# ---- design 1 ----
Design 1, pin placement:
Pins as bars across the die edge, other pins in grey.
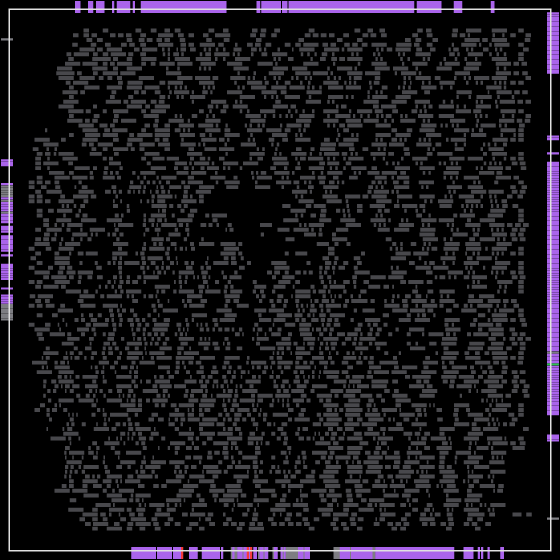

===== src/rtl/sha256_pkg.sv =====
// Shared state type, block constants and the final-word masking helper
// used by the SHA-256 message padder.
package sha256_pkg;

    typedef enum logic [1:0] {
        S_FILL,
        S_PAD,
        S_EMIT
    } state_t;

    localparam int          WORDS_PER_BLOCK = 16;
    localparam logic [31:0] PAD_WORD        = 32'h8000_0000;
    localparam int          LEN_W           = 64;

    function automatic logic [2:0] clamp_bytes(input logic [2:0] nbytes);
        return (nbytes > 3'd4) ? 3'd4 : nbytes;
    endfunction

    // Keeps the leading nbytes bytes (big-endian), zeroes the rest and puts the
    // 0x80 terminator right after the data when the word still has room for it.
    function automatic logic [31:0] mask_final_word(input logic [31:0] data,
                                                    input logic [2:0]  nbytes);
        logic [31:0] result;
        logic [2:0]  n;
        n      = clamp_bytes(nbytes);
        result = '0;
        for (int k = 0; k < 4; k++) begin
            if (3'(k) < n)
                result[31-8*k -: 8] = data[31-8*k -: 8];
            else if (3'(k) == n)
                result[31-8*k -: 8] = 8'h80;
        end
        return result;
    endfunction

endpackage


===== src/rtl/sha256_padder_if.sv =====
// Message-word input stream and padded-block output stream of the padder.
interface sha256_padder_if;

    logic         in_valid;
    logic         in_ready;
    logic [31:0]  in_data;
    logic         in_last;
    logic [2:0]   in_bytes;

    logic         blk_valid;
    logic         blk_ready;
    logic [511:0] blk_data;
    logic         blk_first;
    logic         blk_last;

    modport master (
        output in_valid, in_data, in_last, in_bytes, blk_ready,
        input  in_ready, blk_valid, blk_data, blk_first, blk_last
    );

    modport slave (
        input  in_valid, in_data, in_last, in_bytes, blk_ready,
        output in_ready, blk_valid, blk_data, blk_first, blk_last
    );

endinterface


===== src/rtl/sha256_padder.sv =====
// SHA-256 message padder: packs 32-bit big-endian words into 512-bit blocks,
// appends the 0x80 terminator, zero fill and the 64-bit bit length.
module sha256_padder
    import sha256_pkg::*;
#(
    parameter int LEN_W = sha256_pkg::LEN_W
) (
    input  logic           clk,
    input  logic           reset,
    sha256_padder_if.slave bus,
    output logic           busy
);

    state_t             state;
    state_t             state_next;
    logic [4:0]         widx;
    logic [31:0]        words [WORDS_PER_BLOCK];
    logic [LEN_W-1:0]   len;
    logic               pad_pending;
    logic               msg_padding;
    logic               first_q;
    logic               last_q;
    logic               ready_en;
    logic               accept;
    logic [2:0]         eff_bytes;

    assign eff_bytes = clamp_bytes(bus.in_bytes);
    assign accept    = bus.in_valid && bus.in_ready;

    always_ff @(posedge clk or negedge reset) begin
        if (!reset)
            state <= S_FILL;
        else
            state <= state_next;
    end

    always_comb begin
        state_next    = state;
        bus.in_ready  = 1'b0;
        bus.blk_valid = 1'b0;
        case (state)
            S_FILL: begin
                bus.in_ready = ready_en;
                if (ready_en && bus.in_valid) begin
                    if (bus.in_last)
                        state_next = S_PAD;
                    else if (widx == 5'd15)
                        state_next = S_EMIT;
                end
            end
            S_PAD: begin
                if (widx == 5'd16 || (widx == 5'd14 && !pad_pending))
                    state_next = S_EMIT;
            end
            S_EMIT: begin
                bus.blk_valid = 1'b1;
                // A block that ran out of room mid-padding resumes padding in a fresh buffer.
                if (bus.blk_ready)
                    state_next = (msg_padding && !last_q) ? S_PAD : S_FILL;
            end
            default: state_next = S_FILL;
        endcase
    end

    always_ff @(posedge clk or negedge reset) begin
        if (!reset) begin
            widx        <= '0;
            words       <= '{default: '0};
            len         <= '0;
            pad_pending <= 1'b0;
            msg_padding <= 1'b0;
            first_q     <= 1'b1;
            last_q      <= 1'b0;
            ready_en    <= 1'b0;
        end else begin
            ready_en <= 1'b1;
            case (state)
                S_FILL: begin
                    if (accept) begin
                        widx <= widx + 5'd1;
                        if (bus.in_last) begin
                            words[widx[3:0]] <= mask_final_word(bus.in_data, bus.in_bytes);
                            len              <= len + LEN_W'({eff_bytes, 3'b000});
                            pad_pending      <= (eff_bytes == 3'd4);
                            msg_padding      <= 1'b1;
                        end else begin
                            words[widx[3:0]] <= bus.in_data;
                            len              <= len + LEN_W'(32);
                        end
                    end
                end
                S_PAD: begin
                    if (widx == 5'd14 && !pad_pending) begin
                        words[14] <= len[LEN_W-1 -: 32];
                        words[15] <= len[31:0];
                        last_q    <= 1'b1;
                    end else if (widx != 5'd16) begin
                        words[widx[3:0]] <= pad_pending ? PAD_WORD : 32'h0;
                        pad_pending      <= 1'b0;
                        widx             <= widx + 5'd1;
                    end
                end
                S_EMIT: begin
                    if (bus.blk_ready) begin
                        widx   <= '0;
                        words  <= '{default: '0};
                        last_q <= 1'b0;
                        if (last_q) begin
                            len         <= '0;
                            msg_padding <= 1'b0;
                            first_q     <= 1'b1;
                        end else begin
                            first_q     <= 1'b0;
                        end
                    end
                end
                default: ;
            endcase
        end
    end

    always_comb begin
        bus.blk_data = '0;
        for (int i = 0; i < WORDS_PER_BLOCK; i++)
            bus.blk_data[32*i +: 32] = words[i];
    end

    assign bus.blk_first = first_q;
    assign bus.blk_last  = last_q;

    // first_q low means a message has already produced a block and is still open.
    assign busy = (state != S_FILL) || (widx != 5'd0) || !first_q;

endmodule

===== src/flat_wrapper.sv =====
// flat-port wrapper written by rule: the top's interface ports become plain ports
module sha256_padder_flat import sha256_pkg::*;
#(
    parameter int LEN_W = sha256_pkg::LEN_W
)
  (clk, reset, busy, bus_in_valid, bus_in_data, bus_in_last, bus_in_bytes, bus_blk_ready, bus_in_ready, bus_blk_valid, bus_blk_data, bus_blk_first, bus_blk_last);
  sha256_padder_if bus_i ();
  input  logic clk;
  input  logic reset;
  output logic busy;
  input wire logic [$bits(bus_i.in_valid)-1:0] bus_in_valid;
  input wire logic [$bits(bus_i.in_data)-1:0] bus_in_data;
  input wire logic [$bits(bus_i.in_last)-1:0] bus_in_last;
  input wire logic [$bits(bus_i.in_bytes)-1:0] bus_in_bytes;
  input wire logic [$bits(bus_i.blk_ready)-1:0] bus_blk_ready;
  output wire logic [$bits(bus_i.in_ready)-1:0] bus_in_ready;
  output wire logic [$bits(bus_i.blk_valid)-1:0] bus_blk_valid;
  output wire logic [$bits(bus_i.blk_data)-1:0] bus_blk_data;
  output wire logic [$bits(bus_i.blk_first)-1:0] bus_blk_first;
  output wire logic [$bits(bus_i.blk_last)-1:0] bus_blk_last;
  assign bus_i.in_valid = bus_in_valid;
  assign bus_i.in_data = bus_in_data;
  assign bus_i.in_last = bus_in_last;
  assign bus_i.in_bytes = bus_in_bytes;
  assign bus_i.blk_ready = bus_blk_ready;
  assign bus_in_ready = bus_i.in_ready;
  assign bus_blk_valid = bus_i.blk_valid;
  assign bus_blk_data = bus_i.blk_data;
  assign bus_blk_first = bus_i.blk_first;
  assign bus_blk_last = bus_i.blk_last;
  sha256_padder #(.LEN_W(LEN_W)) u_core (.clk(clk), .reset(reset), .bus(bus_i), .busy(busy));
endmodule

===== config.mk =====
export PLATFORM = sky130hd
export DESIGN_NAME = sha256_padder_flat
export DESIGN_NICKNAME = d
export VERILOG_FILES = /design/src/rtl/sha256_pkg.sv /design/src/rtl/sha256_padder_if.sv /design/src/rtl/sha256_padder.sv /design/src/flat_wrapper.sv
export SDC_FILE = /design/constraint.sdc
export NUM_CORES = 1
export LEC_CHECK = 0
export CELL_PAD_IN_SITES_DETAIL_PLACEMENT = 1
export CELL_PAD_IN_SITES_GLOBAL_PLACEMENT = 2
export CORE_MARGIN = 10
export CORE_UTILIZATION = 29
export DETAILED_ROUTE_END_ITERATION = 10
export PLACE_DENSITY_LB_ADDON = 0.08
export SLEW_MARGIN = 25
export SYNTH_ARGS = -nofsm -noshare
export SYNTH_HDL_FRONTEND = slang
export SYNTH_SLANG_ARGS = --single-unit

===== constraint.sdc =====
create_clock -name clk -period 2.3 [get_ports clk]
set_input_delay 0.23 -clock clk [delete_from_list [all_inputs] [get_ports clk]]
set_output_delay 0.23 -clock clk [all_outputs]
set_load 0.005 [all_outputs]

# ---- design 2 ----
### src/rtl/bounce_pkg.sv
// Shared constants for the bounce counter sequence controller: state/phase
// encodings and the reset-time bounds that reproduce the legacy 0..3,15..12 pattern.
package bounce_pkg;

    typedef logic [1:0] state_t;

    // State encodings double as the phase output encodings
    localparam state_t ST_IDLE = 2'b00;
    localparam state_t ST_UP   = 2'b01;
    localparam state_t ST_DOWN = 2'b10;

    localparam logic [1:0] PHASE_IDLE = 2'b00;
    localparam logic [1:0] PHASE_UP   = 2'b01;
    localparam logic [1:0] PHASE_DOWN = 2'b10;

    localparam int unsigned DEF_UP_START = 0;
    localparam int unsigned DEF_UP_END   = 3;
    localparam int unsigned DEF_DN_START = 15;
    localparam int unsigned DEF_DN_END   = 12;

endpackage

### src/rtl/bounce_datapath.sv
// W-bit counter register with load/increment/decrement/hold controls.
// Load has priority over inc, inc over dec; no control active means hold.
module bounce_datapath #(
    parameter int unsigned W = 4
) (
    input  logic         clk,
    input  logic         reset,
    input  logic         load,
    input  logic [W-1:0] load_val,
    input  logic         inc,
    input  logic         dec,
    output logic [W-1:0] q
);

    always_ff @(posedge clk or posedge reset) begin
        if (reset) begin
            q <= '0;
        end else if (load) begin
            q <= load_val;
        end else if (inc) begin
            q <= q + W'(1);
        end else if (dec) begin
            q <= q - W'(1);
        end
    end

endmodule

### src/rtl/bounce_seq_ctrl.sv
// Sequence controller for the bounce counter: programmable up/down phases,
// loop counting, and configuration loading over a valid/ready handshake while idle.
module bounce_seq_ctrl
    import bounce_pkg::*;
#(
    parameter int unsigned W            = 4,
    parameter int unsigned LW           = 8,
    parameter int unsigned DEF_UP_START = bounce_pkg::DEF_UP_START,
    parameter int unsigned DEF_UP_END   = bounce_pkg::DEF_UP_END,
    parameter int unsigned DEF_DN_START = bounce_pkg::DEF_DN_START,
    parameter int unsigned DEF_DN_END   = bounce_pkg::DEF_DN_END
) (
    input  logic          clk,
    input  logic          reset,
    input  logic          cfg_valid,
    output logic          cfg_ready,
    input  logic [W-1:0]  cfg_up_start,
    input  logic [W-1:0]  cfg_up_end,
    input  logic [W-1:0]  cfg_dn_start,
    input  logic [W-1:0]  cfg_dn_end,
    input  logic [LW-1:0] cfg_loops,
    input  logic          start,
    input  logic          stop,
    input  logic          step_en,
    output logic [W-1:0]  q,
    output logic [1:0]    phase,
    output logic          busy,
    output logic          loop_done,
    output logic          done,
    output logic [LW-1:0] loop_cnt,
    output logic          cfg_err
);

    state_t        state_q, state_d;
    logic [W-1:0]  up_start_q, up_end_q, dn_start_q, dn_end_q;
    logic [LW-1:0] loops_q;
    logic [LW-1:0] loop_cnt_d;
    logic          loop_done_d, done_d, cfg_err_d, cfg_we;
    logic          dp_load, dp_inc, dp_dec;
    logic [W-1:0]  dp_val;
    logic          cfg_ok;

    assign cfg_ready = (state_q == ST_IDLE) && !start;
    assign cfg_ok    = (cfg_up_start <= cfg_up_end) && (cfg_dn_start >= cfg_dn_end);
    assign phase     = state_q;

    bounce_datapath #(.W(W)) u_datapath (
        .clk      (clk),
        .reset    (reset),
        .load     (dp_load),
        .load_val (dp_val),
        .inc      (dp_inc),
        .dec      (dp_dec),
        .q        (q)
    );

    // Next-state, datapath controls and pulse generation
    always_comb begin
        state_d     = state_q;
        dp_load     = 1'b0;
        dp_val      = up_start_q;
        dp_inc      = 1'b0;
        dp_dec      = 1'b0;
        loop_cnt_d  = loop_cnt;
        loop_done_d = 1'b0;
        done_d      = 1'b0;
        cfg_err_d   = 1'b0;
        cfg_we      = 1'b0;

        case (state_q)
            ST_IDLE: begin
                if (start) begin
                    state_d    = ST_UP;
                    dp_load    = 1'b1;
                    dp_val     = up_start_q;
                    loop_cnt_d = '0;
                end else if (cfg_valid) begin
                    cfg_we    = cfg_ok;
                    cfg_err_d = !cfg_ok;
                end
            end
            ST_UP: begin
                if (stop) begin
                    state_d = ST_IDLE;
                end else if (step_en) begin
                    if (q < up_end_q) begin
                        dp_inc = 1'b1;
                    end else begin
                        dp_load = 1'b1;
                        dp_val  = dn_start_q;
                        state_d = ST_DOWN;
                    end
                end
            end
            ST_DOWN: begin
                if (stop) begin
                    state_d = ST_IDLE;
                end else if (step_en) begin
                    if (q > dn_end_q) begin
                        dp_dec = 1'b1;
                    end else begin
                        loop_cnt_d  = loop_cnt + LW'(1);
                        loop_done_d = 1'b1;
                        // q holds dn_end when a finite run finishes
                        if ((loops_q != '0) && (loop_cnt_d == loops_q)) begin
                            state_d = ST_IDLE;
                            done_d  = 1'b1;
                        end else begin
                            dp_load = 1'b1;
                            dp_val  = up_start_q;
                            state_d = ST_UP;
                        end
                    end
                end
            end
            default: begin
                state_d = ST_IDLE;
            end
        endcase
    end

    always_ff @(posedge clk or posedge reset) begin
        if (reset) begin
            state_q   <= ST_IDLE;
            busy      <= 1'b0;
            loop_cnt  <= '0;
            loop_done <= 1'b0;
            done      <= 1'b0;
            cfg_err   <= 1'b0;
        end else begin
            state_q   <= state_d;
            busy      <= (state_d != ST_IDLE);
            loop_cnt  <= loop_cnt_d;
            loop_done <= loop_done_d;
            done      <= done_d;
            cfg_err   <= cfg_err_d;
        end
    end

    // Configuration registers, reset to the legacy pattern with infinite loops
    always_ff @(posedge clk or posedge reset) begin
        if (reset) begin
            up_start_q <= W'(DEF_UP_START);
            up_end_q   <= W'(DEF_UP_END);
            dn_start_q <= W'(DEF_DN_START);
            dn_end_q   <= W'(DEF_DN_END);
            loops_q    <= '0;
        end else if (cfg_we) begin
            up_start_q <= cfg_up_start;
            up_end_q   <= cfg_up_end;
            dn_start_q <= cfg_dn_start;
            dn_end_q   <= cfg_dn_end;
            loops_q    <= cfg_loops;
        end
    end

endmodule

### config.mk
export PLATFORM = sky130hd
export DESIGN_NAME = bounce_seq_ctrl
export DESIGN_NICKNAME = d
export VERILOG_FILES = /design/src/rtl/bounce_pkg.sv /design/src/rtl/bounce_datapath.sv /design/src/rtl/bounce_seq_ctrl.sv
export SDC_FILE = /design/constraint.sdc
export NUM_CORES = 1
export LEC_CHECK = 0
export ABC_AREA = 0
export ABC_CLOCK_PERIOD_IN_PS = 3100
export CORE_MARGIN = 2
export CORE_UTILIZATION = 47
export DETAILED_ROUTE_END_ITERATION = 10
export HOLD_SLACK_MARGIN = 0.05
export PLACE_DENSITY = 0.77
export SKIP_LAST_GASP = 1
export SYNTH_ARGS = -nofsm -noshare
export SYNTH_HDL_FRONTEND = slang
export SYNTH_SLANG_ARGS = --single-unit
### constraint.sdc
create_clock -name clk -period 3.1 [get_ports clk]
set_clock_uncertainty 0.15 [all_clocks]
set_input_delay 0.62 -clock clk [delete_from_list [all_inputs] [get_ports clk]]
set_output_delay 0.62 -clock clk [all_outputs]
set_load 0.01 [all_outputs]
# ---- design 3 ----
**src/rtl/wbstage.sv**
```systemverilog
// Write-back stage: two-entry skid buffer (OUT + SKID) in front of the
// register file, with a sticky halt latch that stops intake until flush/reset.
module wbstage #(
    parameter int DATA_W   = 32,
    parameter int IR_W     = 64,
    parameter int ADDR_LSB = 20,
    parameter int ADDR_W   = 4,
    parameter int BANK_W   = 4,
    parameter int WE_W     = 2
) (
    input  logic              clk_i,
    input  logic              rst_i,
    input  logic              flush_i,
    input  logic              valid_i,
    output logic              ready_o,
    input  logic              halt_i,
    input  logic [WE_W-1:0]   reg_write_i,
    input  logic [DATA_W-1:0] data_i,
    input  logic [IR_W-1:0]   ir_i,
    input  logic [BANK_W-1:0] bank_i,
    output logic              valid_o,
    input  logic              ready_i,
    output logic              halt_o,
    output logic [WE_W-1:0]   reg_write_o,
    output logic [DATA_W-1:0] data_o,
    output logic [IR_W-1:0]   ir_o,
    output logic [ADDR_W-1:0] reg_write_addr_o,
    output logic [BANK_W-1:0] bank_o
);

    typedef struct packed {
        logic              halt;
        logic [WE_W-1:0]   we;
        logic [DATA_W-1:0] data;
        logic [IR_W-1:0]   ir;
        logic [BANK_W-1:0] bank;
    } ent_t;

    ent_t out_q, skid_q, out_n, skid_n, in_ent;
    logic out_vld, skid_vld, halt_lat, rdy_q;
    logic out_vld_n, skid_vld_n, halt_n;
    logic in_xfer, out_xfer;

    assign in_ent   = '{halt: halt_i, we: reg_write_i, data: data_i, ir: ir_i, bank: bank_i};
    assign in_xfer  = valid_i & rdy_q;
    assign out_xfer = out_vld & ready_i;

    // Next-state for both entries: drain first, then place the new entry in
    // whichever slot is free after the drain so ordering is preserved.
    always_comb begin
        out_n      = out_q;
        skid_n     = skid_q;
        out_vld_n  = out_vld;
        skid_vld_n = skid_vld;
        halt_n     = halt_lat | (in_xfer & halt_i);
        if (out_xfer) begin
            if (skid_vld) begin
                out_n      = skid_q;
                skid_vld_n = 1'b0;
            end else begin
                out_vld_n  = 1'b0;
            end
        end
        if (in_xfer) begin
            if (!out_vld_n) begin
                out_n     = in_ent;
                out_vld_n = 1'b1;
            end else begin
                skid_n     = in_ent;
                skid_vld_n = 1'b1;
            end
        end
    end

    // State update; flush only drops valid bits and the halt latch, payloads stay.
    always_ff @(posedge clk_i) begin
        if (rst_i) begin
            out_q    <= '0;
            skid_q   <= '0;
            out_vld  <= 1'b0;
            skid_vld <= 1'b0;
            halt_lat <= 1'b0;
            rdy_q    <= 1'b1;
        end else if (flush_i) begin
            out_vld  <= 1'b0;
            skid_vld <= 1'b0;
            halt_lat <= 1'b0;
            rdy_q    <= 1'b1;
        end else begin
            out_q    <= out_n;
            skid_q   <= skid_n;
            out_vld  <= out_vld_n;
            skid_vld <= skid_vld_n;
            halt_lat <= halt_n;
            rdy_q    <= ~skid_vld_n & ~halt_n;
        end
    end

    assign ready_o          = rdy_q;
    assign valid_o          = out_vld;
    assign halt_o           = out_q.halt & out_vld;
    assign reg_write_o      = out_vld ? out_q.we : '0;
    assign data_o           = out_q.data;
    assign ir_o             = out_q.ir;
    assign bank_o           = out_q.bank;
    assign reg_write_addr_o = out_q.ir[ADDR_LSB +: ADDR_W];

endmodule

```
**config.mk**
```make
export PLATFORM = sky130hd
export DESIGN_NAME = wbstage
export DESIGN_NICKNAME = d
export VERILOG_FILES = /design/src/rtl/wbstage.sv
export SDC_FILE = /design/constraint.sdc
export NUM_CORES = 1
export LEC_CHECK = 0
export ABC_AREA = 1
export CAP_MARGIN = 20
export CORE_MARGIN = 5
export CORE_UTILIZATION = 35
export CTS_CLUSTER_DIAMETER = 120
export CTS_CLUSTER_SIZE = 24
export DETAILED_ROUTE_END_ITERATION = 8
export SETUP_SLACK_MARGIN = 0.1
export SKIP_LAST_GASP = 1
export SYNTH_ARGS = -nofsm -noshare
export SYNTH_HDL_FRONTEND = slang
export SYNTH_SLANG_ARGS = --single-unit
```
**constraint.sdc**
```tcl
create_clock -name clk_i -period 1.8 [get_ports clk_i]
set_clock_uncertainty 0.1 [all_clocks]
set_input_delay 0.18 -clock clk_i [delete_from_list [all_inputs] [get_ports clk_i]]
set_output_delay 0.18 -clock clk_i [all_outputs]
set_load 0.05 [all_outputs]
```
# ---- design 4 ----
$ cat src/rtl/demux8_dispatch.sv
// demux8_dispatch: single-entry dispatcher from one valid/ready producer to eight consumers.
// Ports: clk, rst (sync, active-high); in_valid/in_ready/in_data/in_dest/mode producer side;
//   out_valid[8]/out_ready[8]/out_data/sel consumer side; busy, drop, drop_count status.
module demux8_dispatch #(
  parameter int DW      = 8,
  parameter int TIMEOUT = 16
) (
  input  logic          clk,
  input  logic          rst,
  input  logic          in_valid,
  output logic          in_ready,
  input  logic [DW-1:0] in_data,
  input  logic [2:0]    in_dest,
  input  logic          mode,
  output logic [7:0]    out_valid,
  input  logic [7:0]    out_ready,
  output logic [DW-1:0] out_data,
  output logic [2:0]    sel,
  output logic          busy,
  output logic          drop,
  output logic [7:0]    drop_count
);

  localparam int WCW = (TIMEOUT > 1) ? $clog2(TIMEOUT) : 1;
  localparam logic [WCW-1:0] LAST = WCW'(TIMEOUT - 1);

  typedef enum logic [1:0] {
    IDLE = 2'd0,
    BUSY = 2'd1,
    DROP = 2'd2
  } state_t;

  state_t         state;
  logic [2:0]     rr_ptr;
  logic [WCW-1:0] wait_cnt;

  logic [2:0] rr_sel;
  logic [2:0] idx;
  logic       found;
  logic [2:0] nsel;
  logic       ready_sel;
  logic       cap;
  logic       done;
  logic       expire;
  logic       stall;
  logic       tmo;

  // First ready channel scanning upward from rr_ptr; rr_ptr if none.
  always_comb begin
    rr_sel = rr_ptr;
    found  = 1'b0;
    idx    = rr_ptr;
    for (int i = 0; i < 8; i++) begin
      idx = rr_ptr + 3'(i);
      if (!found && out_ready[idx]) begin
        rr_sel = idx;
        found  = 1'b1;
      end
    end
  end

  assign nsel      = mode ? rr_sel : in_dest;
  assign ready_sel = out_ready[sel];
  assign tmo       = (TIMEOUT > 0) && (wait_cnt == LAST);

  // Completion frees the slot in the same cycle, so out_ready feeds in_ready.
  assign in_ready = !rst &&
                    ((state == IDLE) ||
                     ((state == BUSY) && ready_sel));

  assign cap    = in_valid && in_ready;
  assign done   = (state == BUSY) && ready_sel && !cap;
  assign expire = (state == BUSY) && !ready_sel && tmo;
  assign stall  = (state == BUSY) && !ready_sel && !tmo;

  always_ff @(posedge clk) begin
    if (rst) begin
      state      <= IDLE;
      out_valid  <= '0;
      out_data   <= '0;
      sel        <= '0;
      busy       <= 1'b0;
      drop       <= 1'b0;
      drop_count <= '0;
      rr_ptr     <= '0;
      wait_cnt   <= '0;
    end else begin
      drop <= 1'b0;
      unique case (1'b1)
        cap: begin
          state     <= BUSY;
          out_data  <= in_data;
          sel       <= nsel;
          out_valid <= 8'd1 << nsel;
          busy      <= 1'b1;
          wait_cnt  <= '0;
          if (mode) rr_ptr <= nsel + 3'd1;
        end
        done: begin
          state     <= IDLE;
          out_valid <= '0;
          busy      <= 1'b0;
        end
        expire: begin
          state     <= DROP;
          out_valid <= '0;
          busy      <= 1'b0;
          drop      <= 1'b1;
          if (drop_count != 8'hFF)
            drop_count <= drop_count + 8'd1;
        end
        stall: begin
          wait_cnt <= wait_cnt + 1'b1;
        end
        (state == DROP): begin
          state <= IDLE;
        end
        default: begin
        end
      endcase
    end
  end

endmodule

$ cat config.mk
export PLATFORM = sky130hd
export DESIGN_NAME = demux8_dispatch
export DESIGN_NICKNAME = d
export VERILOG_FILES = /design/src/rtl/demux8_dispatch.sv
export SDC_FILE = /design/constraint.sdc
export NUM_CORES = 1
export LEC_CHECK = 0
export ABC_AREA = 1
export CAP_MARGIN = 10
export CORE_ASPECT_RATIO = 0.75
export CORE_UTILIZATION = 55
export DETAILED_ROUTE_END_ITERATION = 12
export PLACE_DENSITY_LB_ADDON = 0.1
export SETUP_SLACK_MARGIN = 0.2
export SLEW_MARGIN = 10
export SYNTH_ARGS = -nofsm -noshare
export SYNTH_HDL_FRONTEND = slang
export SYNTH_SLANG_ARGS = --single-unit
$ cat constraint.sdc
create_clock -name clk -period 7.9 [get_ports clk]
set_input_delay 1.58 -clock clk [delete_from_list [all_inputs] [get_ports clk]]
set_output_delay 1.58 -clock clk [all_outputs]
set_load 0.005 [all_outputs]
# ---- design 5 ----
### config.mk
export PLATFORM = sky130hd
export DESIGN_NAME = instr_mem_loader
export DESIGN_NICKNAME = d
export VERILOG_FILES = /design/src/rtl/instr_mem_loader.sv
export SDC_FILE = /design/constraint.sdc
export NUM_CORES = 1
export LEC_CHECK = 0
export CAP_MARGIN = 20
export CORE_UTILIZATION = 50
export CTS_BUF_LIST = sky130_fd_sc_hd__clkbuf_16
export DETAILED_ROUTE_END_ITERATION = 8
export PLACE_DENSITY = 0.73
export RECOVER_POWER = 100
export SLEW_MARGIN = 10
export SYNTH_ARGS = -nofsm -noshare
export SYNTH_HDL_FRONTEND = slang
export SYNTH_SLANG_ARGS = --single-unit
### constraint.sdc
create_clock -name clk -period 2.59 [get_ports clk]
set_input_delay 0.777 -clock clk [delete_from_list [all_inputs] [get_ports clk]]
set_output_delay 0.777 -clock clk [all_outputs]
set_load 0.02 [all_outputs]
### src/rtl/instr_mem_loader.sv
// Byte-stream loader for instruction memory: parses length/words/checksum, writes words, releases the CPU on success.
// Optional idle timeout enabled by defining LOADER_TIMEOUT_EN.
module instr_mem_loader #(
  parameter logic [15:0] BASE_ADDR      = 16'h0000,
  parameter int          MAX_WORDS      = 256,
  parameter int          TIMEOUT_CYCLES = 1024
) (
  input  logic        clk,
  input  logic        reset,
  input  logic        reload,
  input  logic        in_valid,
  input  logic [7:0]  in_data,
  output logic        in_ready,
  output logic        imem_we,
  output logic [15:0] imem_addr,
  output logic [15:0] imem_wdata,
  output logic        cpu_hold,
  output logic        done,
  output logic        error
);

  typedef enum logic [2:0] {
    S_LEN_HI, S_LEN_LO, S_DAT_HI, S_DAT_LO, S_CHK, S_DONE, S_ERR
  } state_t;

  localparam logic [16:0] MAX_N = 17'(MAX_WORDS);

  state_t      state;
  logic [15:0] len;
  logic [15:0] index;
  logic [7:0]  hi;
  logic [7:0]  acc;
  logic        accept;
  logic        timed_out;
  logic [15:0] len_full;

  // reload gates the handshake so a byte presented with it is never taken
  assign in_ready = (state != S_DONE) && (state != S_ERR) && !reload;
  assign accept   = in_valid && in_ready;
  assign len_full = {len[15:8], in_data};

`ifdef LOADER_TIMEOUT_EN
  localparam int TW = $clog2(TIMEOUT_CYCLES + 1);
  logic [TW-1:0] idle_cnt;
  logic          counting;

  assign counting  = (state == S_LEN_LO) || (state == S_DAT_HI) ||
                     (state == S_DAT_LO) || (state == S_CHK);
  assign timed_out = counting && !accept && (idle_cnt == TW'(TIMEOUT_CYCLES - 1));

  always_ff @(posedge clk) begin
    if (!reset || reload || accept || !counting) idle_cnt <= '0;
    else                                         idle_cnt <= idle_cnt + 1'b1;
  end
`else
  assign timed_out = 1'b0;
`endif

  always_ff @(posedge clk) begin
    if (!reset) begin
      state      <= S_LEN_HI;
      len        <= '0;
      index      <= '0;
      hi         <= '0;
      acc        <= '0;
      imem_we    <= 1'b0;
      imem_addr  <= BASE_ADDR;
      imem_wdata <= '0;
      cpu_hold   <= 1'b1;
      done       <= 1'b0;
      error      <= 1'b0;
    end else begin
      imem_we <= 1'b0;
      if (reload) begin
        state    <= S_LEN_HI;
        index    <= '0;
        acc      <= '0;
        cpu_hold <= 1'b1;
        done     <= 1'b0;
        error    <= 1'b0;
      end else if (timed_out) begin
        state <= S_ERR;
        error <= 1'b1;
      end else if (accept) begin
        case (state)
          S_LEN_HI: begin
            len[15:8] <= in_data;
            state     <= S_LEN_LO;
          end
          S_LEN_LO: begin
            len[7:0] <= in_data;
            if (len_full == 16'd0) state <= S_CHK;
            else if ({1'b0, len_full} > MAX_N) begin
              state <= S_ERR;
              error <= 1'b1;
            end else state <= S_DAT_HI;
          end
          S_DAT_HI: begin
            hi    <= in_data;
            acc   <= acc ^ in_data;
            state <= S_DAT_LO;
          end
          S_DAT_LO: begin
            imem_we    <= 1'b1;
            imem_addr  <= BASE_ADDR + index;
            imem_wdata <= {hi, in_data};
            acc        <= acc ^ in_data;
            index      <= index + 16'd1;
            state      <= ((index + 16'd1) == len) ? S_CHK : S_DAT_HI;
          end
          S_CHK: begin
            if (in_data == acc) begin
              state    <= S_DONE;
              done     <= 1'b1;
              cpu_hold <= 1'b0;
            end else begin
              state <= S_ERR;
              error <= 1'b1;
            end
          end
          default: ;
        endcase
      end
    end
  end

endmodule

Design 1, wiring by layer:
Two of the layers only.
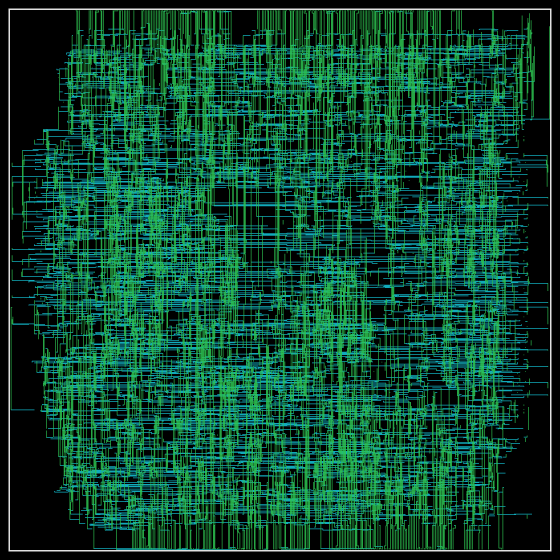
| layer | colour | wire length |
|---|---|---|
| M1 | cyan | 53.3 mm |
| M2 | green | 62.1 mm |
routed wire length: 126000 um
routed len/inst: 29.8 um
total track usage: 0.244

Notes on 'pin placement' of design 1 above:
| port | colour | pins | direction | edge |
|---|---|---|---|---|
| bus_in_bytes | red | 3 | input | bottom |
| bus_blk_data | purple | 512 | output | 191 top, 148 bottom, 137 right, 36 left |
| bus_blk_first | green | 1 | output | right |
PortBufs: 556
Die W: 310 um
chip height: 310 um

==> run notes, design 1 <==
impl run done, here's what came out: status=finished with violations, failing checks=negative setup slack, post-layout min period=approximately 2.4 ns, VDD IR max=0.630 mV, HPWL after DPL=~90000 um, final setup violation count=15, final core occ=0.450, CP top delay family=simple AND/OR/NAND/NOR gates, Final WS setup=-0.0503 ns, Initial DRC Count=1372, clock insertion delay at the later pin of the skew report=0.61 ns, DIE AREA=95900 sq um, sequential cell power=between 10 and 15 mW, pre-CTS WS=-0.505 ns, CLK BUF=96
design 1: layout by cell type, fill, tap and decap left out, types with 14 or more instances in the layout:
cell type / n
dfrtp_1: 584
clkdlybuf4s50_1: 553
o21ai_0: 355
nand3_1: 291
buf_4: 265
nand2_1: 143
clkbuf_16: 84
o2bb2ai_1: 72
buf_12: 70
nor2_1: 65
a22o_1: 63
a21oi_1: 43
nand4_1: 40
buf_6: 31
or2_2: 23
o31ai_1: 23
a2bb2o_1: 22
o22ai_1: 20
xor2_1: 19
o2bb2ai_2: 18
and3_1: 17
or3_1: 17
o2bb2a_1: 16
or4_1: 14
clkbuf_8: 14
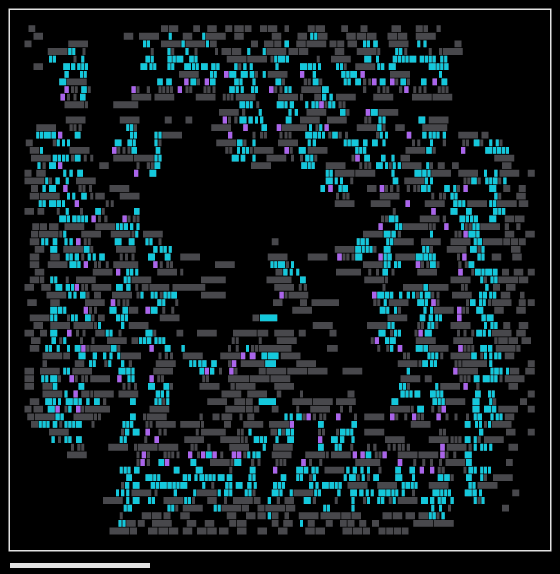
Design 3: logic cells by family
Scale bar: 50 um.
| family | colour | cells | where |
|---|---|---|---|
| nand cells | cyan | 833 | widely spread |
| aoi and oai cells | purple | 107 | widely spread |
logic share of the area: 0.381
most used logic cell in the final layout: nand2_1
fin cells: 2305

==> run notes, design 3 <==
impl run done, here's what came out: Synth Flop Type=dfxtp_1, Post-synth EDFFs=0, layer with the highest usage=met2, first-pass GRT wire length=between 50000 and 60000 um, PortBufs=216, number of signal-net buffers in the layout=between 200 and 300, total power=between 10 and 15 mW, ClkCell Share=0.0243, Top area cell types=dfxtp_1 36%, nand2_1 17%, buf_4 7.8%, inv_1 6.9%, nor2_1 6.8%, Syn-to-layout area delta=18.5%, top logic cells by instance count in the layout=518 x nand2_1, 213 x inv_1, 208 x nor2_1, 207 x dfxtp_1, 106 x clkdlybuf4s50_1, Worst-Margin Slew=around 0.61 ns, placed standard-cell area=13500 sq um, status=finished, final reports clean, Syn Area/Cell=between 6 and 7 sq um, Seq/Total Area, Yosys=0.359, # IOs=~220, metal3 WL=just over 2000 um, routed len/inst=roughly 16 um, Via Count=about 11000, number of buffers and inverters on the critical path=1, tool warnings=27, Max Slew Vio Count=0, Setup crit start kind=register
==> design 3: worst max path at each step <==
stage / endpoint
after global routing: ir_o[14]
final: ir_o[14]
after floorplan: halt_o
after detailed placement: skid_q[15]$_SDFFE_PP0P_
after CTS: data_o[26]
after global placement: skid_q[10]$_SDFFE_PP0P_
==> design 3: worst min-delay path, delay by kind of cell <==
kind	cells	cell delay (ns)
and+or+nand+nor	1	0.04
buffers and inverters	1	0.41
AOI/OAI and AO/OA	1	0.13
==> design 3: what timing repair did <==
item                                    in CTS  in global routing
endpoints found under the setup margin      32                 66
resized                                     33                 37
cloned                                       2                  0
buffers inserted                             1                  5
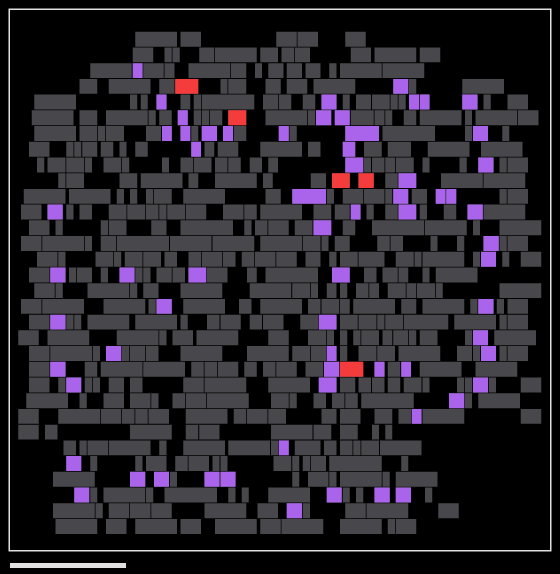
Design 5: logic cells by family
Scale bar: 20 um.
| family | colour | cells |
|---|---|---|
| non-inverting ao/oa cells | red | 5 |
| aoi and oai cells | purple | 65 |
most used logic cell in the final layout: nand2_1
fin cells: 637

Design 5, the clock network:
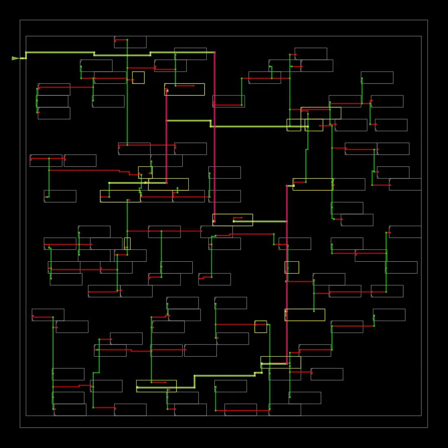
TritonCTS Buffers: 9
clk_skew: 0.00728 ns

==> run notes, design 5 <==
impl run done, here's what came out: DIE AREA=between 8000 and 9000 sq um, nets=between 500 and 600, CLK BUF=9, Initial Util=0.530, Congestion Overflow GR=0, root buffer cell=clkbuf_16, final setup violation count=0, Max Slew Vio Count=0, metal2 WL=4500 um, Placer Congestion=0.839, number of logic gates=~350, crit path capture type=register, Min-Delay Path Depth=2, Adder Share, Synth=0.00299, Internal Power=2.08 mW, tool warnings=26, maxcap violations=0, worst slew margin relative to its limit=0.565, Syn Area/Cell=approximately 8.7 sq um, ys async rst share=0, status=finished, final reports clean, sequential cell area=~1700 sq um, worst-path fanout max=3
-- design 5: critical path: stages --
cell,delay (ns)
clkdlybuf4s50_1,0.44
nor4_1,0.43
nand2_1,0.21
o311ai_0,0.45
a211oi_1,0.13
o21ai_0,0.19
a21oi_1,0.05
-- design 5: power by group through the flow --
stage | clock (mW) | combinational [mW] | sequential, mW
floorplan | 0 | 0.0986 | 1.38
finish | 1.22 | 0.157 | 1.36
global route | 1.31 | 0.170 | 1.36
detailed placement | 0 | 0.160 | 1.39
global placement | 0 | 0.158 | 1.39
CTS | 1.24 | 0.160 | 1.36
Design 4, pin placement:
Pins as bars across the die edge, other pins in grey.
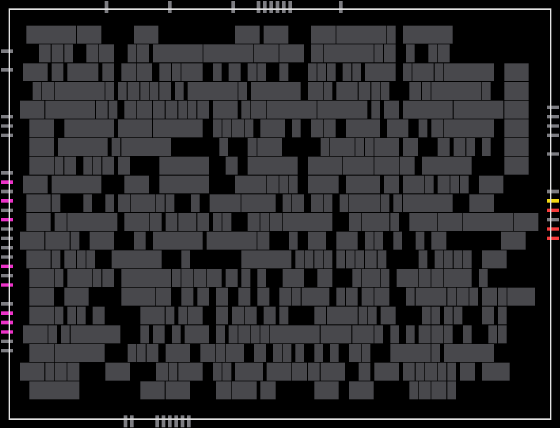
| port | colour | pins | direction | edge |
|---|---|---|---|---|
| in_dest | red | 3 | input | right |
| in_data | magenta | 8 | input | left |
| mode | yellow | 1 | input | right |
PortBufs: 52
chip height: 59.4 um
Die W: 78.5 um

==> run notes, design 4 <==
impl run done, here's what came out: power density cells=between 150 and 200 nW/um^2, status=finished, final reports clean, Placer Congestion=0.874, slowest stage delay, CP=just under 0.8 ns, core area=4130 sq um, yosys synthesis warning count=0, synth unique cells=34, Finished Cell Area=between 3000 and 4000 sq um, routed len/inst=12.7 um, ys async rst share=0, nets=about 430, Final WS setup=approximately 3.1 ns, Setup crit start kind=primary input, worst-path fanout max=20, Top pwr grp=registers, Logic family by area=simple AND/OR/NAND/NOR gates, TritonCTS Buffers=5, Comb pwr share=0.314, Via Count=about 2500, worst path cell trace=clkdlybuf4s50_1 -> nor2_1 -> nand2_1 -> inv_1 -> clkdlybuf4s50_1, Vias/cell=between 5 and 6, Min-Delay Endpoint=out_valid[3]$_SDFFE_PP0P_, worst setup path class=in2out, final setup violation count=0, setup bufs post-CTS=0, post-CTS sizing=0, top logic cells by instance count in the layout=94 x nand2_1, 52 x clkdlybuf4s50_1, 38 x dfxtp_1, 37 x nand3_1, 29 x inv_1
-- design 4: flip-flops by register name (all words and copies together), names as in the netlist --
| signal | cells |
|---|---|
| drop_count | 8 |
| out_data | 8 |
| out_valid | 8 |
| wait_cnt | 4 |
| rr_ptr | 3 |
| sel | 3 |
| state | 2 |
| busy | 1 |
| drop | 1 |
-- design 4: layout make-up --
type                       count  share of cell area
tap                           55              0.0226
sequential                    38               0.250
multi-input combinational    267               0.481
inverter                      36              0.0444
clock buffer                   6              0.0271
clock inverter                 2             0.00411
timing repair buffer          52               0.171
Design 2, register map, names as in the netlist:
Scale bar: 20 um. Other sequential cells in the stronger grey, the rest of the logic in the fainter grey.
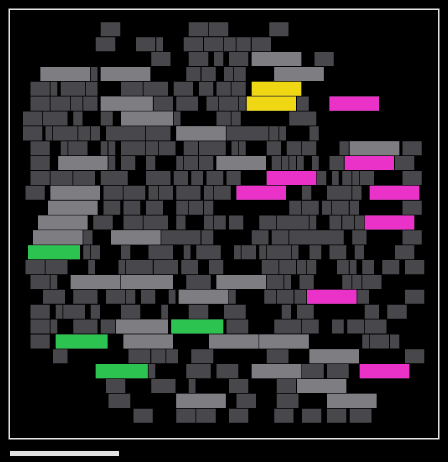
| name in the netlist | colour | sequential cells |
|---|---|---|
| phase | yellow | 2 |
| loop_cnt | magenta | 8 |
| dn_start_q | green | 4 |
not coloured: 28
Seq area share: 0.324
sequential cell power: 0.952 mW
final core occ: 0.605

==> run notes, design 2 <==
impl run done, here's what came out: total power=about 2.4 mW, layer with the highest usage=met2, clock sink count=roughly 42, Antenna Cells=0, core area=approximately 5400 sq um, Logic family by area=AND-OR/OR-AND gates, area share, top type=0.328, status=finished, final reports clean, worst slew margin relative to its limit=0.475, slowest stage delay, CP=around 0.52 ns, post-layout min period=between 2 and 3 ns, worst hold start=up_end_q[1]$_DFFE_PP1P_, PortBufs=approximately 48, Arrival @ worst endpoint=about 3 ns, RR Startpoint=up_end_q[1]$_DFFE_PP1P_, placed standard-cell area=around 3200 sq um, nets=348, MUX share of area=0.117, Min-Delay Path Depth=2, flop2flop setup slack=~0.22 ns, Internal Power=approximately 1.5 mW, Max Slew Vio Count=0, worst-path fanout max=2, Tightest Hold Check Type=reg2reg
## design 2: layout make-up
cell class              instances  area, sq um
clock buffers                   6         72.6
clock inverters                 2         10.0
fillers                       468         2130
inverters                      20         75.1
multi-input cells             170         1380
flip-flops and latches         42         1060
well taps                      72         90.1
repair buffers                 60          583
## design 2: state kept, by name, indices dropped and copies added (netlist names)
register      cells
u_datapath.q      4
dn_end_q          4
busy              1
loops_q           8
up_end_q          4
cfg_err           1
loop_done         1
dn_start_q        4
done              1
up_start_q        4
phase             2
loop_cnt          8

# ---- design 6 ----
Design 6, register map, names as in the netlist:
Scale bar: 20 um. Other sequential cells in the stronger grey, the rest of the logic in the fainter grey.
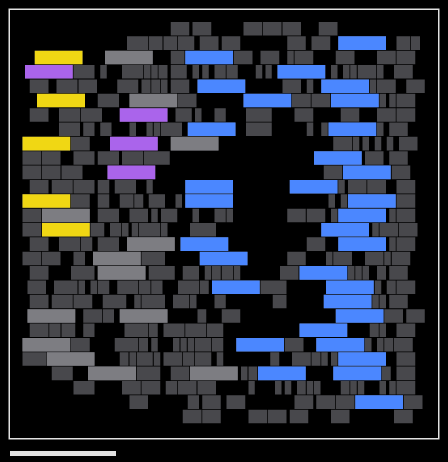
Design 6, pin placement:
Pins as bars across the die edge, other pins in grey.
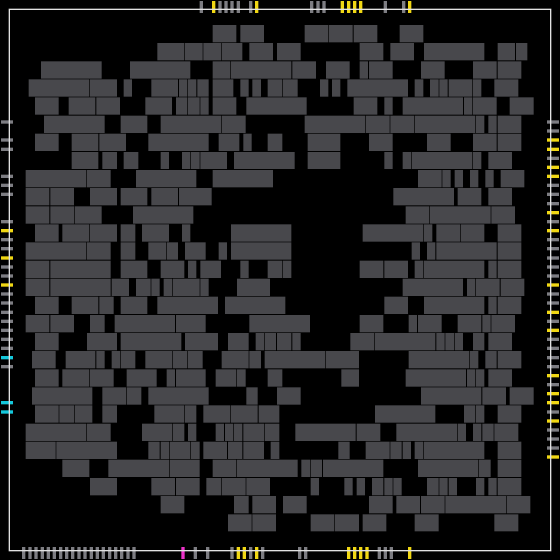
### config.mk
export PLATFORM = sky130hd
export DESIGN_NAME = operand2_decoder
export DESIGN_NICKNAME = d
export VERILOG_FILES = /design/src/rtl/operand2_decoder_pkg.sv /design/src/rtl/operand2_decoder_field_decode.sv /design/src/rtl/operand2_decoder.sv
export SDC_FILE = /design/constraint.sdc
export NUM_CORES = 1
export LEC_CHECK = 0
export CAP_MARGIN = 20
export CORE_MARGIN = 2
export CORE_UTILIZATION = 46
export DETAILED_ROUTE_END_ITERATION = 6
export PLACE_DENSITY = 0.95
export SLEW_MARGIN = 15
export SYNTH_ARGS = -nofsm -noshare
export SYNTH_HDL_FRONTEND = slang
export SYNTH_HIERARCHICAL = 1
export SYNTH_SLANG_ARGS = --single-unit
### constraint.sdc
create_clock -name clk -period 5.1 [get_ports clk]
set_input_delay 1.02 -clock clk [delete_from_list [all_inputs] [get_ports clk]]
set_output_delay 1.02 -clock clk [all_outputs]
set_load 0.1 [all_outputs]
### src/rtl/operand2_decoder_pkg.sv
// Shared shift definitions: shifter mode codes, decoder FSM states and instruction field positions.
`ifndef SHIFT_DEFS_VH
`define SHIFT_DEFS_VH
package operand2_decoder_pkg;

    localparam logic [2:0] SH_LSL = 3'b000;
    localparam logic [2:0] SH_LSR = 3'b001;
    localparam logic [2:0] SH_ASR = 3'b011;
    localparam logic [2:0] SH_ROR = 3'b101;

    typedef enum logic [1:0] {
        ST_IDLE    = 2'd0,
        ST_READ_RM = 2'd1,
        ST_READ_RS = 2'd2,
        ST_DONE    = 2'd3
    } state_t;

    localparam int unsigned F_IMM      = 25;
    localparam int unsigned F_REGSH    = 4;
    localparam int unsigned F_TYPE_LO  = 5;
    localparam int unsigned F_RM_LO    = 0;
    localparam int unsigned F_RS_LO    = 8;
    localparam int unsigned F_SHAMT_LO = 7;
    localparam int unsigned F_ROT_LO   = 8;
    localparam int unsigned F_IMM8_LO  = 0;

    typedef struct packed {
        logic       imm;
        logic [3:0] rm;
        logic [3:0] rs;
        logic       needs_rs;
        logic [2:0] mode;
        logic [4:0] count;
        logic       ext32;
        logic       rrx;
    } op2_dec_t;

endpackage
`endif

### src/rtl/operand2_decoder_field_decode.sv
// Combinational operand-2 field decode of a data-processing instruction word.
module op2_field_decode
    import operand2_decoder_pkg::*;
(
    input  logic [31:0] instr,
    output op2_dec_t    dec
);

    logic [1:0] sh_type;
    logic       unused_bits;

    assign sh_type     = instr[F_TYPE_LO +: 2];
    assign unused_bits = ^{instr[31:26], instr[24:12]};

    always_comb begin
        dec          = '0;
        dec.imm      = instr[F_IMM];
        dec.rm       = instr[F_RM_LO +: 4];
        dec.rs       = instr[F_RS_LO +: 4];
        dec.needs_rs = !instr[F_IMM] && instr[F_REGSH];
        if (instr[F_IMM]) begin
            dec.mode  = SH_ROR;
            dec.count = {instr[F_ROT_LO +: 4], 1'b0};
        end else begin
            case (sh_type)
                2'b00:   dec.mode = SH_LSL;
                2'b01:   dec.mode = SH_LSR;
                2'b10:   dec.mode = SH_ASR;
                default: dec.mode = SH_ROR;
            endcase
            // Register shifts take their count from Rs later.
            if (!instr[F_REGSH]) begin
                dec.count = instr[F_SHAMT_LO +: 5];
                if (dec.count == 5'd0) begin
                    dec.ext32 = (sh_type == 2'b01) || (sh_type == 2'b10);
                    dec.rrx   = (sh_type == 2'b11);
                end
            end
        end
    end

endmodule

### src/rtl/operand2_decoder.sv
// Operand-2 decoder: fetches Rm/Rs over one register read port and issues a shift command.
// One instruction in flight; out_valid holds until out_ready, in_ready only while idle.
module operand2_decoder
    import operand2_decoder_pkg::*;
(
    input  logic        clk,
    input  logic        rst_n,
    input  logic        in_valid,
    output logic        in_ready,
    input  logic [31:0] instr,
    output logic        rf_req,
    output logic [3:0]  rf_addr,
    input  logic        rf_ack,
    input  logic [31:0] rf_data,
    output logic        out_valid,
    input  logic        out_ready,
    output logic [31:0] sh_operand,
    output logic [2:0]  sh_mode,
    output logic [4:0]  sh_count,
    output logic        sh_ext32,
    output logic        sh_rrx,
    output logic        sh_big
);

    state_t   state, state_nxt;
    op2_dec_t dec;
    logic [3:0] rm_q, rs_q;
    logic       needs_rs_q;

    op2_field_decode u_field_decode (
        .instr (instr),
        .dec   (dec)
    );

    // Handshake outputs come straight from state so reset drops them without a clock.
    always_comb begin
        in_ready  = (state == ST_IDLE);
        rf_req    = (state == ST_READ_RM) || (state == ST_READ_RS);
        out_valid = (state == ST_DONE);
        rf_addr   = 4'd0;
        if (state == ST_READ_RM) rf_addr = rm_q;
        if (state == ST_READ_RS) rf_addr = rs_q;
    end

    always_comb begin
        state_nxt = state;
        case (state)
            ST_IDLE:    if (in_valid) state_nxt = dec.imm ? ST_DONE : ST_READ_RM;
            ST_READ_RM: if (rf_ack)   state_nxt = needs_rs_q ? ST_READ_RS : ST_DONE;
            ST_READ_RS: if (rf_ack)   state_nxt = ST_DONE;
            ST_DONE:    if (out_ready) state_nxt = ST_IDLE;
            default:    state_nxt = ST_IDLE;
        endcase
    end

    always_ff @(posedge clk or negedge rst_n) begin
        if (!rst_n) begin
            state      <= ST_IDLE;
            rm_q       <= 4'd0;
            rs_q       <= 4'd0;
            needs_rs_q <= 1'b0;
            sh_operand <= 32'd0;
            sh_mode    <= SH_LSL;
            sh_count   <= 5'd0;
            sh_ext32   <= 1'b0;
            sh_rrx     <= 1'b0;
            sh_big     <= 1'b0;
        end else begin
            state <= state_nxt;
            case (state)
                ST_IDLE: if (in_valid) begin
                    rm_q       <= dec.rm;
                    rs_q       <= dec.rs;
                    needs_rs_q <= dec.needs_rs;
                    sh_operand <= dec.imm ? {24'd0, instr[F_IMM8_LO +: 8]} : 32'd0;
                    sh_mode    <= dec.mode;
                    sh_count   <= dec.count;
                    sh_ext32   <= dec.ext32;
                    sh_rrx     <= dec.rrx;
                    sh_big     <= 1'b0;
                end
                ST_READ_RM: if (rf_ack) sh_operand <= rf_data;
                ST_READ_RS: if (rf_ack) begin
                    sh_count <= rf_data[4:0];
                    sh_big   <= |rf_data[7:5];
                end
                default: ;
            endcase
        end
    end

endmodule

==> run notes <==
impl run done, here's what came out: # IOs=119, clock buffer depth=2, Min-Delay Path Depth=2, Synth Flop Type=dfrtp_1, worst path cell trace=inv_1 -> ha_1 -> clkdlybuf4s50_1, Syn Area/Cell=around 10 sq um, Logic family by area=simple AND/OR/NAND/NOR gates, yosys synthesis warning count=6, H-tree Lvls=2, number of signal-net buffers in the layout=101, Tightest Hold Check Type=reg2reg, share of cells above drive strength 1=0.190, number of buffers and inverters on the critical path=2, CP top delay family=buffers and inverters, Final period util=0.668, routed wire length=6430 um, Max Slew Vio Count=0, status=finished, final reports clean, stages on the worst setup path=3, HPWL after DPL=about 4800 um, Seq/Total Area, Yosys=0.495, Tapcells=75, XOR-XNOR Cells, Area Fraction=0, Max Clk Rate=between 0.2 and 0.3 GHz, slowest stage delay, CP=approximately 1.2 ns, largest net degree at the start of global routing=around 55, seq_cells=54, hold buffers post-CTS=0
Notes on 'register map, names as in the netlist' of design 6 above:
| name in the netlist | colour | sequential cells |
|---|---|---|
| rs_q | purple | 4 |
| sh_count | yellow | 5 |
| sh_operand | blue | 32 |
not coloured: 13
Seq area share: 0.360

Notes on 'pin placement' of design 6 above:
| port | colour | pins | direction | edge |
|---|---|---|---|---|
| rf_data | yellow | 32 | input | 14 right, 8 bottom, 7 top, 3 left |
| sh_mode | cyan | 3 | output | left |
| rf_req | magenta | 1 | output | bottom |
all pins by edge: 38 bottom, 38 right, 25 left, 18 top
chip height: 81.1 um
PortBufs: 99
Die W: 81.1 um

## metrics by stage
stage	setup slack (ns)	area [sq um]	utilization	hold WS (ns)
after floorplan	0.957	2730	-	0.470
after global placement	2.08	3660	0.629	0.448
after detailed placement	2.04	3660	0.629	0.456
after CTS	1.70	3750	0.645	0.476
after global routing	1.61	3750	0.645	0.504
final	1.69	3750	0.645	0.471


## Gallery

Pin placement.
Pins as bars across the die edge, other pins in grey.
image #1
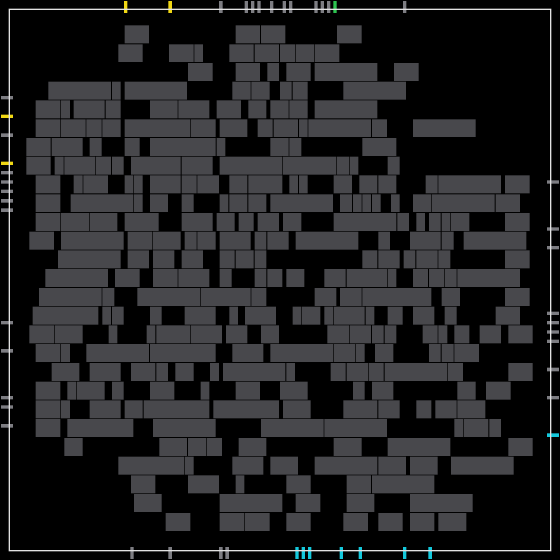
image #2
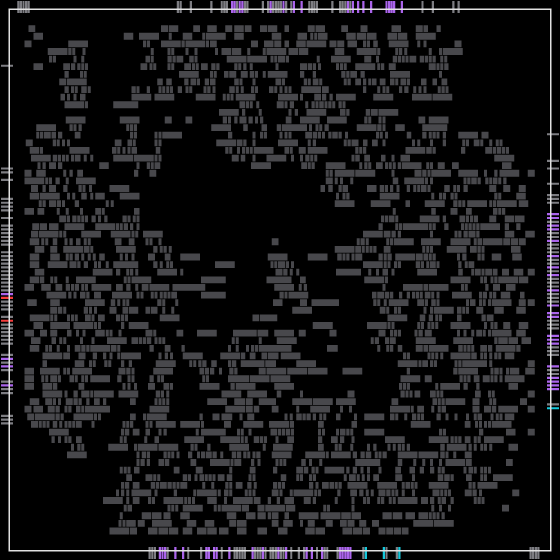
image #3
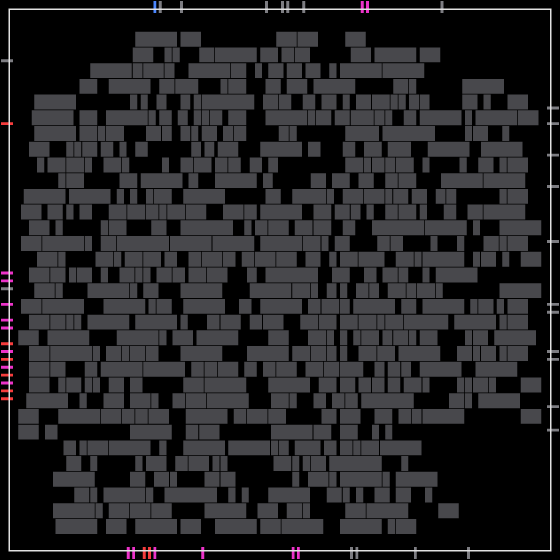
- design 5 = image #3
- design 3 = image #2
- design 2 = image #1

Key to image #2:
| port | colour | pins | direction | edge |
|---|---|---|---|---|
| reg_write_addr_o | cyan | 4 | output | 3 bottom, 1 right |
| reg_write_o | red | 2 | output | left |
| ir_i | purple | 64 | input | 22 bottom, 20 right, 18 top, 4 left |

No activity file was given, so power comes from the tool's default toggle rates.
